######## ysyx_23060025_ifu_fetch ########
Figure 1. The metal 2 layer (ysyx_23060025_ifu_fetch).
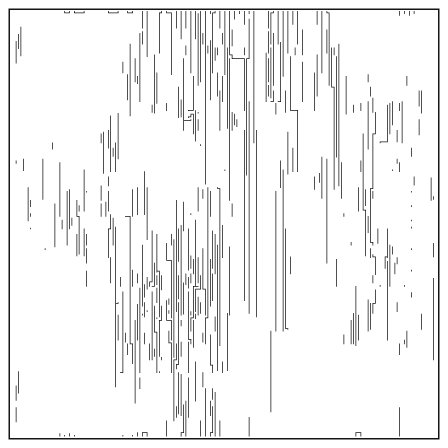

### config.mk
export PLATFORM = sky130hd
export DESIGN_NAME = ysyx_23060025_ifu_fetch
export DESIGN_NICKNAME = d
export VERILOG_FILES = /design/src/rtl/ysyx_23060025_ifu_fetch.sv
export SDC_FILE = /design/constraint.sdc
export NUM_CORES = 1
export LEC_CHECK = 0
export CORE_MARGIN = 2
export CORE_UTILIZATION = 29
export CTS_BUF_LIST = sky130_fd_sc_hd__clkbuf_16
export DETAILED_ROUTE_END_ITERATION = 6
export PLACE_DENSITY = 0.85
export SETUP_SLACK_MARGIN = 0.1
export SYNTH_ARGS = -nofsm -noshare
export SYNTH_HDL_FRONTEND = slang
export SYNTH_SLANG_ARGS = --single-unit
### constraint.sdc
create_clock -name clock -period 1.5 [get_ports clock]
set_input_delay 0.3 -clock clock [delete_from_list [all_inputs] [get_ports clock]]
set_output_delay 0.3 -clock clock [all_outputs]
set_load 0.01 [all_outputs]
### src/rtl/ysyx_23060025_ifu_fetch.sv
// Instruction-fetch engine: issues one AXI4-Lite read per pc, holds the
// fetched word for decode and exposes its state to the PC counter.
module ysyx_23060025_ifu_fetch #(
  parameter int unsigned ADDR_LEN    = 32,
  parameter int unsigned TIMEOUT_CYC = 16,
  parameter logic [31:0] NOP_INST    = 32'h0000_0013
) (
  input  logic                clock,
  input  logic                reset,
  input  logic [ADDR_LEN-1:0] pc_i,
  input  logic                last_finish_i,
  output logic [ADDR_LEN-1:0] araddr_o,
  output logic                arvalid_o,
  input  logic                arready_i,
  input  logic [31:0]         rdata_i,
  input  logic [1:0]          rresp_i,
  input  logic                rvalid_i,
  output logic                rready_o,
  output logic [31:0]         inst_o,
  output logic                inst_valid_o,
  output logic                fetch_err_o,
  output logic                timeout_o,
  output logic [1:0]          con_state_o
);

  localparam int unsigned    CntW   = $clog2(TIMEOUT_CYC) + 1;
  localparam logic [CntW-1:0] CntMax = CntW'(TIMEOUT_CYC);

  // Encoding is visible to the PC counter, which decodes StWait (2'b10).
  typedef enum logic [1:0] {
    StIdle = 2'b00,
    StAddr = 2'b01,
    StData = 2'b11,
    StWait = 2'b10
  } state_e;

  state_e            state_q, state_d;
  logic [31:0]       inst_q, inst_d;
  logic              fetch_err_q, fetch_err_d;
  logic              timeout_q, timeout_d;
  logic [CntW-1:0]   cnt_q, cnt_d;
  logic              busy;

  // Next-state, captured instruction/error and the timeout watchdog.
  always_comb begin
    state_d     = state_q;
    inst_d      = inst_q;
    fetch_err_d = fetch_err_q;
    cnt_d       = cnt_q;
    timeout_d   = timeout_q;
    busy        = (state_q == StAddr) || (state_q == StData);

    unique case (state_q)
      StIdle: state_d = StAddr;
      StAddr: if (arready_i) state_d = StData;
      StData: begin
        if (rvalid_i) begin
          state_d     = StWait;
          inst_d      = (rresp_i != 2'b00) ? NOP_INST : rdata_i;
          fetch_err_d = (rresp_i != 2'b00);
        end
      end
      StWait: if (last_finish_i) state_d = StAddr;
      default: state_d = StIdle;
    endcase

    // Counter restarts for every new transaction and saturates at CntMax.
    if ((state_d == StAddr) && (state_q != StAddr)) begin
      cnt_d = '0;
    end else if (busy && (cnt_q != CntMax)) begin
      cnt_d = cnt_q + 1'b1;
    end
    // Only flags the slow fetch; the transaction itself keeps waiting.
    timeout_d = timeout_q | (cnt_d == CntMax);
  end

  // State and datapath registers with synchronous active-high reset.
  always_ff @(posedge clock) begin
    if (reset) begin
      state_q     <= StIdle;
      inst_q      <= 32'h0;
      fetch_err_q <= 1'b0;
      timeout_q   <= 1'b0;
      cnt_q       <= '0;
    end else begin
      state_q     <= state_d;
      inst_q      <= inst_d;
      fetch_err_q <= fetch_err_d;
      timeout_q   <= timeout_d;
      cnt_q       <= cnt_d;
    end
  end

  // Handshakes decode straight from the state register, so they can never overlap.
  always_comb begin
    araddr_o     = pc_i;
    arvalid_o    = (state_q == StAddr);
    rready_o     = (state_q == StData);
    inst_valid_o = (state_q == StWait);
    inst_o       = inst_q;
    fetch_err_o  = fetch_err_q;
    timeout_o    = timeout_q;
    con_state_o  = state_q;
  end

endmodule

######## fetch_stage ########
$ cat src/rtl/fetch_stage.sv
// rtl/fetch_stage.sv - instruction-fetch stage with IF/ID pipeline register
//
// Holds the PC, drives the instruction-memory address, and latches the
// fetched word plus PC+4 into IF/ID. Control-flow redirects from the
// resolving stage (BEQ/J/JAL/JR) override stall and flush the IF/ID slot.
//
// Ports:
//   clk, rst      clock, asynchronous active-high reset
//   imem_addr     instruction-memory byte address (= PC)
//   imem_instr    instruction word at imem_addr (combinational read)
//   stall         hold PC and IF/ID
//   redirect      control-flow instruction resolving this cycle
//   jump_type     0 NOP, 1 BEQ, 2 JAL, 3 JR, 4 J
//   jump_addr     J/JAL instruction index
//   br_imm        sign-extended BEQ word offset
//   br_pc4        PC+4 of the resolving instruction
//   rs1_data      forwarded JR target
//   br_eq         BEQ compare result
//   id_instr      IF/ID instruction
//   id_pc4        IF/ID PC+4
//   id_valid      IF/ID holds a real instruction
//   taken         redirect accepted this cycle (combinational)
module fetch_stage #(
  parameter int                 DWIDTH   = 32,
  parameter logic [DWIDTH-1:0]  RESET_PC = '0
) (
  input  logic              clk,
  input  logic              rst,
  output logic [DWIDTH-1:0] imem_addr,
  input  logic [DWIDTH-1:0] imem_instr,
  input  logic              stall,
  input  logic              redirect,
  input  logic [2:0]        jump_type,
  input  logic [25:0]       jump_addr,
  input  logic [DWIDTH-1:0] br_imm,
  input  logic [DWIDTH-1:0] br_pc4,
  input  logic [DWIDTH-1:0] rs1_data,
  input  logic              br_eq,
  output logic [DWIDTH-1:0] id_instr,
  output logic [DWIDTH-1:0] id_pc4,
  output logic              id_valid,
  output logic              taken
);

  localparam logic [2:0] JT_BEQ = 3'd1;
  localparam logic [2:0] JT_JAL = 3'd2;
  localparam logic [2:0] JT_JR  = 3'd3;
  localparam logic [2:0] JT_J   = 3'd4;

  logic [DWIDTH-1:0] pc_q, pc_d;
  logic [DWIDTH-1:0] id_instr_q, id_instr_d;
  logic [DWIDTH-1:0] id_pc4_q, id_pc4_d;
  logic              id_valid_q, id_valid_d;
  logic [DWIDTH-1:0] target;
  logic [DWIDTH-1:0] pc_plus4;

  assign pc_plus4 = pc_q + DWIDTH'(4);

  // Codes 0 and 5..7 fall through to not-taken.
  always_comb begin
    taken  = 1'b0;
    target = '0;
    case (jump_type)
      JT_BEQ: begin
        taken  = redirect & br_eq;
        target = br_pc4 + (br_imm << 2);
      end
      JT_JAL, JT_J: begin
        taken  = redirect;
        target = {br_pc4[DWIDTH-1:28], jump_addr, 2'b00};
      end
      JT_JR: begin
        taken  = redirect;
        // Misaligned JR targets are silently aligned rather than trapped.
        target = {rs1_data[DWIDTH-1:2], 2'b00};
      end
      default: begin
        taken  = 1'b0;
        target = '0;
      end
    endcase
  end

  // Redirect beats stall: a stalled instruction behind a taken branch is
  // on the wrong path anyway, so it is flushed instead of held.
  always_comb begin
    pc_d       = pc_plus4;
    id_instr_d = imem_instr;
    id_pc4_d   = pc_plus4;
    id_valid_d = 1'b1;
    if (taken) begin
      pc_d       = target;
      id_instr_d = '0;
      id_pc4_d   = '0;
      id_valid_d = 1'b0;
    end else if (stall) begin
      pc_d       = pc_q;
      id_instr_d = id_instr_q;
      id_pc4_d   = id_pc4_q;
      id_valid_d = id_valid_q;
    end
  end

  always_ff @(posedge clk or posedge rst) begin
    if (rst) begin
      pc_q       <= RESET_PC;
      id_instr_q <= '0;
      id_pc4_q   <= '0;
      id_valid_q <= 1'b0;
    end else begin
      pc_q       <= pc_d;
      id_instr_q <= id_instr_d;
      id_pc4_q   <= id_pc4_d;
      id_valid_q <= id_valid_d;
    end
  end

  assign imem_addr = pc_q;
  assign id_instr  = id_instr_q;
  assign id_pc4    = id_pc4_q;
  assign id_valid  = id_valid_q;

endmodule

$ cat config.mk
export PLATFORM = sky130hd
export DESIGN_NAME = fetch_stage
export DESIGN_NICKNAME = d
export VERILOG_FILES = /design/src/rtl/fetch_stage.sv
export SDC_FILE = /design/constraint.sdc
export NUM_CORES = 1
export LEC_CHECK = 0
export CAP_MARGIN = 10
export CORE_ASPECT_RATIO = 1.1
export CORE_MARGIN = 2
export CORE_UTILIZATION = 49
export DETAILED_ROUTE_END_ITERATION = 10
export PLACE_DENSITY = 0.95
export SLEW_MARGIN = 25
export SYNTH_ARGS = -nofsm -noshare
export SYNTH_HDL_FRONTEND = slang
export SYNTH_SLANG_ARGS = --single-unit
$ cat constraint.sdc
create_clock -name clk -period 5.85 [get_ports clk]
set_clock_uncertainty 0.05 [all_clocks]
set_input_delay 0.585 -clock clk [delete_from_list [all_inputs] [get_ports clk]]
set_output_delay 0.585 -clock clk [all_outputs]
set_load 0.01 [all_outputs]
######## binary_to_bcd_seq_flat ########
File: config.mk
export PLATFORM = sky130hd
export DESIGN_NAME = binary_to_bcd_seq_flat
export DESIGN_NICKNAME = d
export VERILOG_FILES = /design/src/rtl/binary_to_bcd_seq_if.sv /design/src/rtl/binary_to_bcd_seq.sv /design/src/flat_wrapper.sv
export SDC_FILE = /design/constraint.sdc
export NUM_CORES = 1
export LEC_CHECK = 0
export CAP_MARGIN = 25
export CORE_UTILIZATION = 58
export CTS_CLUSTER_SIZE = 30
export DETAILED_ROUTE_END_ITERATION = 7
export GPL_TIMING_DRIVEN = 1
export PLACE_DENSITY = 0.93
export SLEW_MARGIN = 40
export SYNTH_ARGS = -nofsm -noshare
export SYNTH_HDL_FRONTEND = slang
export SYNTH_SLANG_ARGS = --single-unit
File: constraint.sdc
create_clock -name clk -period 3.13 [get_ports clk]
set_input_delay 0.313 -clock clk [delete_from_list [all_inputs] [get_ports clk]]
set_output_delay 0.313 -clock clk [all_outputs]
set_load 0.05 [all_outputs]
File: src/rtl/binary_to_bcd_seq_if.sv
// Handshake and result bundle for binary_to_bcd_seq.
// BIN_W/DIGITS must match the parameters of the attached converter.
interface binary_to_bcd_seq_if #(
  parameter int BIN_W  = 8,
  parameter int DIGITS = 3
);
  logic                  start;
  logic [BIN_W-1:0]      bin_in;
  logic                  busy;
  logic                  done;
  logic [4*DIGITS-1:0]   bcd_out;
  logic                  overflow;

  modport master (
    output start, bin_in,
    input  busy, done, bcd_out, overflow
  );

  modport slave (
    input  start, bin_in,
    output busy, done, bcd_out, overflow
  );
endinterface

File: src/rtl/binary_to_bcd_seq.sv
// Sequential double-dabble converter: one binary bit per clock, packed BCD out.
// bcd_out/overflow update only in DONE and hold between conversions.
module binary_to_bcd_seq #(
  parameter int BIN_W  = 8,
  parameter int DIGITS = 3
) (
  input  logic               clk,
  input  logic               rst_n,
  binary_to_bcd_seq_if.slave bus
);

  localparam int OUT_W = 4 * DIGITS;
  localparam int CNT_W = (BIN_W > 1) ? $clog2(BIN_W) : 1;
  localparam logic [CNT_W-1:0] CNT_LAST = CNT_W'(BIN_W - 1);

  typedef enum logic [1:0] {
    IDLE = 2'd0,
    CONV = 2'd1,
    DONE = 2'd2
  } state_t;

  state_t             state, state_d;
  logic [BIN_W-1:0]   bin_q, bin_d;
  logic [OUT_W-1:0]   scr_q, scr_d;
  logic [OUT_W-1:0]   adj;
  logic [CNT_W-1:0]   cnt_q, cnt_d;
  logic               acc_q, acc_d;
  logic               load;
  logic [OUT_W-1:0]   bcd_q;
  logic               ovf_q;
  logic               done_q;

  // Add-3 per digit; 4-bit add, no inter-digit carry.
  always_comb begin
    adj = '0;
    for (int unsigned i = 0; i < DIGITS; i++) begin
      if (scr_q[4*i +: 4] >= 4'd5)
        adj[4*i +: 4] = scr_q[4*i +: 4] + 4'd3;
      else
        adj[4*i +: 4] = scr_q[4*i +: 4];
    end
  end

  always_ff @(posedge clk or negedge rst_n) begin
    if (!rst_n) state <= IDLE;
    else        state <= state_d;
  end

  always_comb begin
    state_d = state;
    bin_d   = bin_q;
    scr_d   = scr_q;
    cnt_d   = cnt_q;
    acc_d   = acc_q;
    load    = 1'b0;
    case (state)
      IDLE: begin
        if (bus.start) begin
          bin_d   = bus.bin_in;
          scr_d   = '0;
          cnt_d   = '0;
          acc_d   = 1'b0;
          state_d = CONV;
        end
      end
      CONV: begin
        // The bit leaving the top digit is a decimal carry worth 10^DIGITS.
        scr_d = {adj[OUT_W-2:0], bin_q[BIN_W-1]};
        bin_d = bin_q << 1;
        acc_d = acc_q | adj[OUT_W-1];
        cnt_d = cnt_q + 1'b1;
        if (cnt_q == CNT_LAST) state_d = DONE;
      end
      DONE: begin
        load    = 1'b1;
        state_d = IDLE;
      end
      default: state_d = IDLE;
    endcase
  end

  always_ff @(posedge clk or negedge rst_n) begin
    if (!rst_n) begin
      bin_q  <= '0;
      scr_q  <= '0;
      cnt_q  <= '0;
      acc_q  <= 1'b0;
      bcd_q  <= '0;
      ovf_q  <= 1'b0;
      done_q <= 1'b0;
    end else begin
      bin_q  <= bin_d;
      scr_q  <= scr_d;
      cnt_q  <= cnt_d;
      acc_q  <= acc_d;
      done_q <= load;
      if (load) begin
        bcd_q <= scr_q;
        ovf_q <= acc_q;
      end
    end
  end

  assign bus.busy     = (state != IDLE);
  assign bus.done     = done_q;
  assign bus.bcd_out  = bcd_q;
  assign bus.overflow = ovf_q;

endmodule

File: src/flat_wrapper.sv
// flat-port wrapper written by rule: the top's interface ports become plain ports
module binary_to_bcd_seq_flat 
#(
  parameter int BIN_W  = 8,
  parameter int DIGITS = 3
)
  (clk, rst_n, bus_start, bus_bin_in, bus_busy, bus_done, bus_bcd_out, bus_overflow);
  binary_to_bcd_seq_if #(.BIN_W(BIN_W), .DIGITS(DIGITS)) bus_i ();
  input  logic clk;
  input  logic rst_n;
  input wire logic [$bits(bus_i.start)-1:0] bus_start;
  input wire logic [$bits(bus_i.bin_in)-1:0] bus_bin_in;
  output wire logic [$bits(bus_i.busy)-1:0] bus_busy;
  output wire logic [$bits(bus_i.done)-1:0] bus_done;
  output wire logic [$bits(bus_i.bcd_out)-1:0] bus_bcd_out;
  output wire logic [$bits(bus_i.overflow)-1:0] bus_overflow;
  assign bus_i.start = bus_start;
  assign bus_i.bin_in = bus_bin_in;
  assign bus_busy = bus_i.busy;
  assign bus_done = bus_i.done;
  assign bus_bcd_out = bus_i.bcd_out;
  assign bus_overflow = bus_i.overflow;
  binary_to_bcd_seq #(.BIN_W(BIN_W), .DIGITS(DIGITS)) u_core (.clk(clk), .rst_n(rst_n), .bus(bus_i));
endmodule
Figure 2. Metal 1 (binary_to_bcd_seq_flat).
Supply wires on this layer in gray.
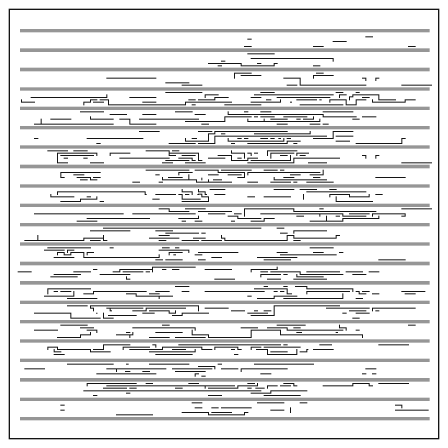
The layer carries 1,640 µm of wire. The longest straight run is 24.8 µm. 197 nets have wire on it. The wires run mostly horizontal.
met1 GRT Util: 28.7%
Routed WL: 3670 µm

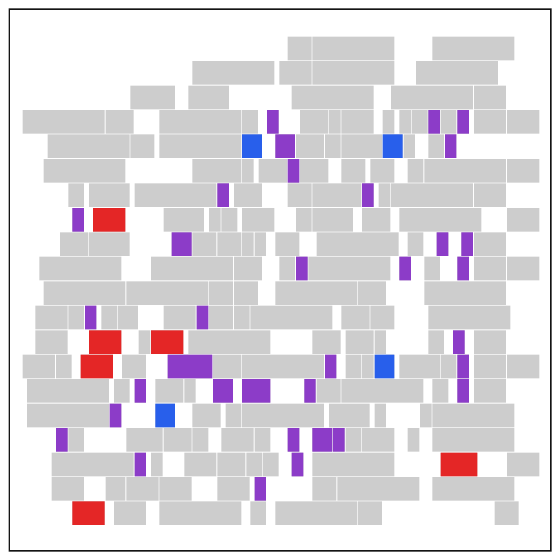
Figure 3: binary_to_bcd_seq_flat, logic cells by family.
Key: purple = nand cells [cells 34, most used nand2_1]; blue = nor cells [cells 4, most used nor2b_1]; red = mux cells [cells 6, most used mux2i_1]
fraction of area in multi-input gates: 36.4%
most frequent standard cell in the layout excluding fill and tap cells: sky130_fd_sc_hd__dfrtp_1

==> run summary, binary_to_bcd_seq_flat <==
Main metrics from the flow reports.

The layout sequential cell count is 40. The critical path's slowest stage uses the library cell sky130_fd_sc_hd__clkdlybuf4s50_1. The total leakage power is 0.00101 µW. The non-clock buffer area fraction after layout came out at 11.5%. The fraction of power consumed by the clock network came out at 11.9%. For this run, the number of Yosys warnings is 0.

After synthesis, the share of cell area in mux cells is 3.14%. The total global routing overflow came out at 0. Yosys attributes the largest share of cell area to sky130_fd_sc_hd__dfrtp_1, sky130_fd_sc_hd__o21ai_0, sky130_fd_sc_hd__nand2_1. The final number of setup-violating endpoints came out at 0. The H-tree generated during clock tree synthesis spans 2 levels.

The number of routed nets with antenna violations is 0. The run finished with clean final reports. Across the whole layout, storage elements make up 44.5% of the cell area. The transition time of the tightest slew-check pin is 0.690 ns. The core region area came out at 0.00313 mm². The number of flops mapped to enable cells by yosys came out at 0. The routed length on met2 came out at 1790 µm. The routed layout has 1,422 vias. The non-filler instance count after layout is 252. The power density of the placed cells came out at 1010 mW/mm². For this run, the chip area from Yosys synthesis comes to 0.00195 mm².

In this run the layout overhead on the synthesized area is reported as 15.1%. The flop-to-flop setup slack is 1.40 ns. Synthesis produced a netlist with a net count of 203. The total I/O pin count is 26. In this run, distinct cell masters in the synthesized netlist total 32. The wire length of the first global-routing pass is 6040 µm. The total stage count of the critical path came out at 2.
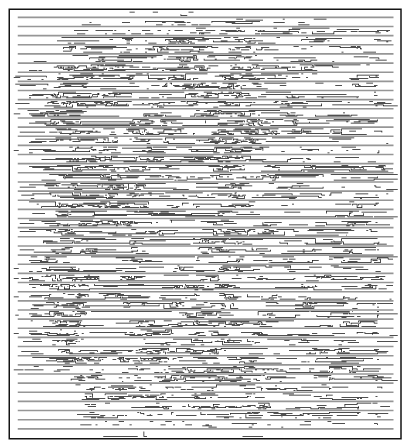
Figure 4: fetch_stage, metal 1.
Supply wires on this layer in gray.
The layer holds 42% of the routed length. 1,045 nets have wire on it. The longest straight run is 44.6 µm. The wires run mostly horizontal.
vias post-DR: 6,746
met1 GRT Util: 35.4%
Routed WL: 20,500 µm

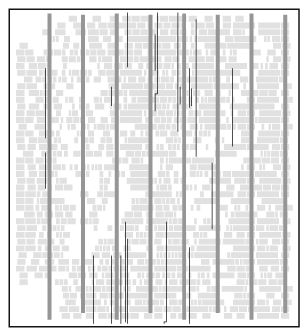
Figure 5: fetch_stage, metal 4.
Supply wires on this layer in gray.
19 nets have wire on it. The layer holds 2.7% of the routed length. The layer carries 544 µm of wire. The wires run mostly vertical.

==> run summary, fetch_stage <==
Main metrics from the flow reports.

The flow ran to the end, and the final reports show no timing, DRC or antenna violations. According to the timing report, the critical path is launched from jump_type[0]. The worst-skew pair later-pin latency came out at 0.34 ns. The fraction of the yosys area taken by sequential cells came out at 35.8%.

The max-slew violation count is 0. The worst hold slack is 0.456 ns. The number of cells on the worst reg-to-reg path is 8. Using the TritonRoute via totals, the vias-per-cell ratio works out to 5.56. The share of synthesized cell area in and-or and or-and compound cells came out at 19.5%. The critical path capture point type is a primary output. Sequential cells make up 24.9% of the cell area. Looking at hold timing, the worst path starts from imem_addr[1].

The die span in x came out at 116 µm. The largest vdd supply drop is 0.190 mV. The worst stage delay on the critical path is 0.96 ns. The number of cells upsized or downsized after cts came out at 0.
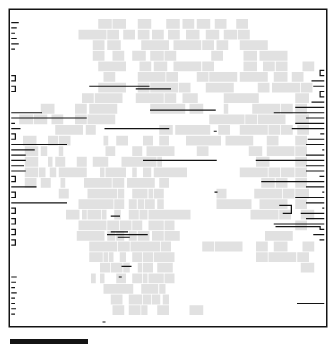
Figure 6: ysyx_23060025_ifu_fetch, the metal 3 layer.
Bar = 20 µm.
The layer carries 403 µm of wire. The longest straight run is 19.1 µm. The layer holds 8.9% of the routed length. The wires run mostly horizontal.
Routed WL: 4520 µm
GRT met3 Usage: 4.22%
vias post-DR: 1,450

Notes on Figure 1 above:
The layer holds 49% of the routed length. The wires run mostly vertical. The layer carries 2,190 µm of wire.
met2 track utilization from global routing: 20.5%

==> run summary, ysyx_23060025_ifu_fetch <==
Main metrics from the flow reports.

The total stage count of the critical path is 7. Looking at the global route congestion table, the highest-usage layer is met2. The critical register-to-register path startpoint is cnt_q[0].

The flop-to-flop setup slack is 0.05 ns. The global routing report lists met1 layer usage as 14.6%. The flow ran to the end, and the final reports show no timing, DRC or antenna violations. The final worst clock skew came out at 0.00386 ns.

The fraction of power consumed by the clock network is 46.4%. Of the total synthesized cell area, the portion taken by full adders, half adders and majority gates is 1.45%. In this run the VDD rail shows a maximum IR drop of 0.415 mV. Per the layout area report, the sequential fraction of cell area is 30.8%.

The most critical min-delay path falls under reg -> reg. The final total power came out at 2560 µW. On the final layout, the worst hold slack is 0.472 ns. The share of layout cells above drive strength 1 is 21.2%. The DRC violation count after routing is 0.

The number of clock buffer instances in the layout is 5. The finished design was reported to have a net count of 308. The synthesis report lists the most area-consuming cells as sky130_fd_sc_hd__dfxtp_1, sky130_fd_sc_hd__buf_4, sky130_fd_sc_hd__a22o_1. For reference, the most critical setup path is categorized as reg -> reg. STA classifies the critical path endpoint as a register.

The run reported a max-capacitance violation count of 0. The number of endpoints with negative hold slack in the final report came out at 0. The cell count after placement came out at 289. The net switching power came out at 519 µW.


==> gallery <==
Clock wiring as the flow saved it.
panel A
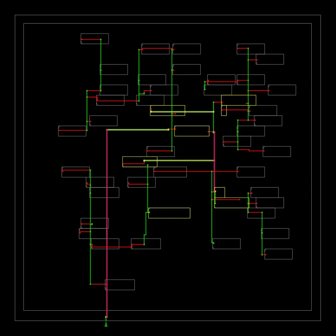
panel B
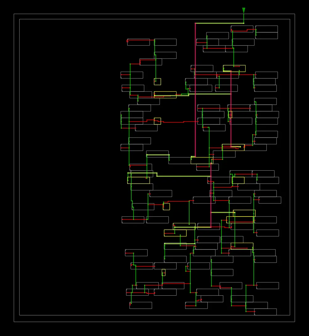
panel C
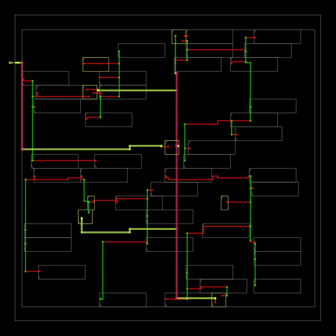
Of these, fewest clock buffers: panel A
Of these, most sequential cells: panel B
- binary_to_bcd_seq_flat = panel C
- ysyx_23060025_ifu_fetch = panel A
- fetch_stage = panel B

No activity file was given, so power comes from the tool's default toggle rates.
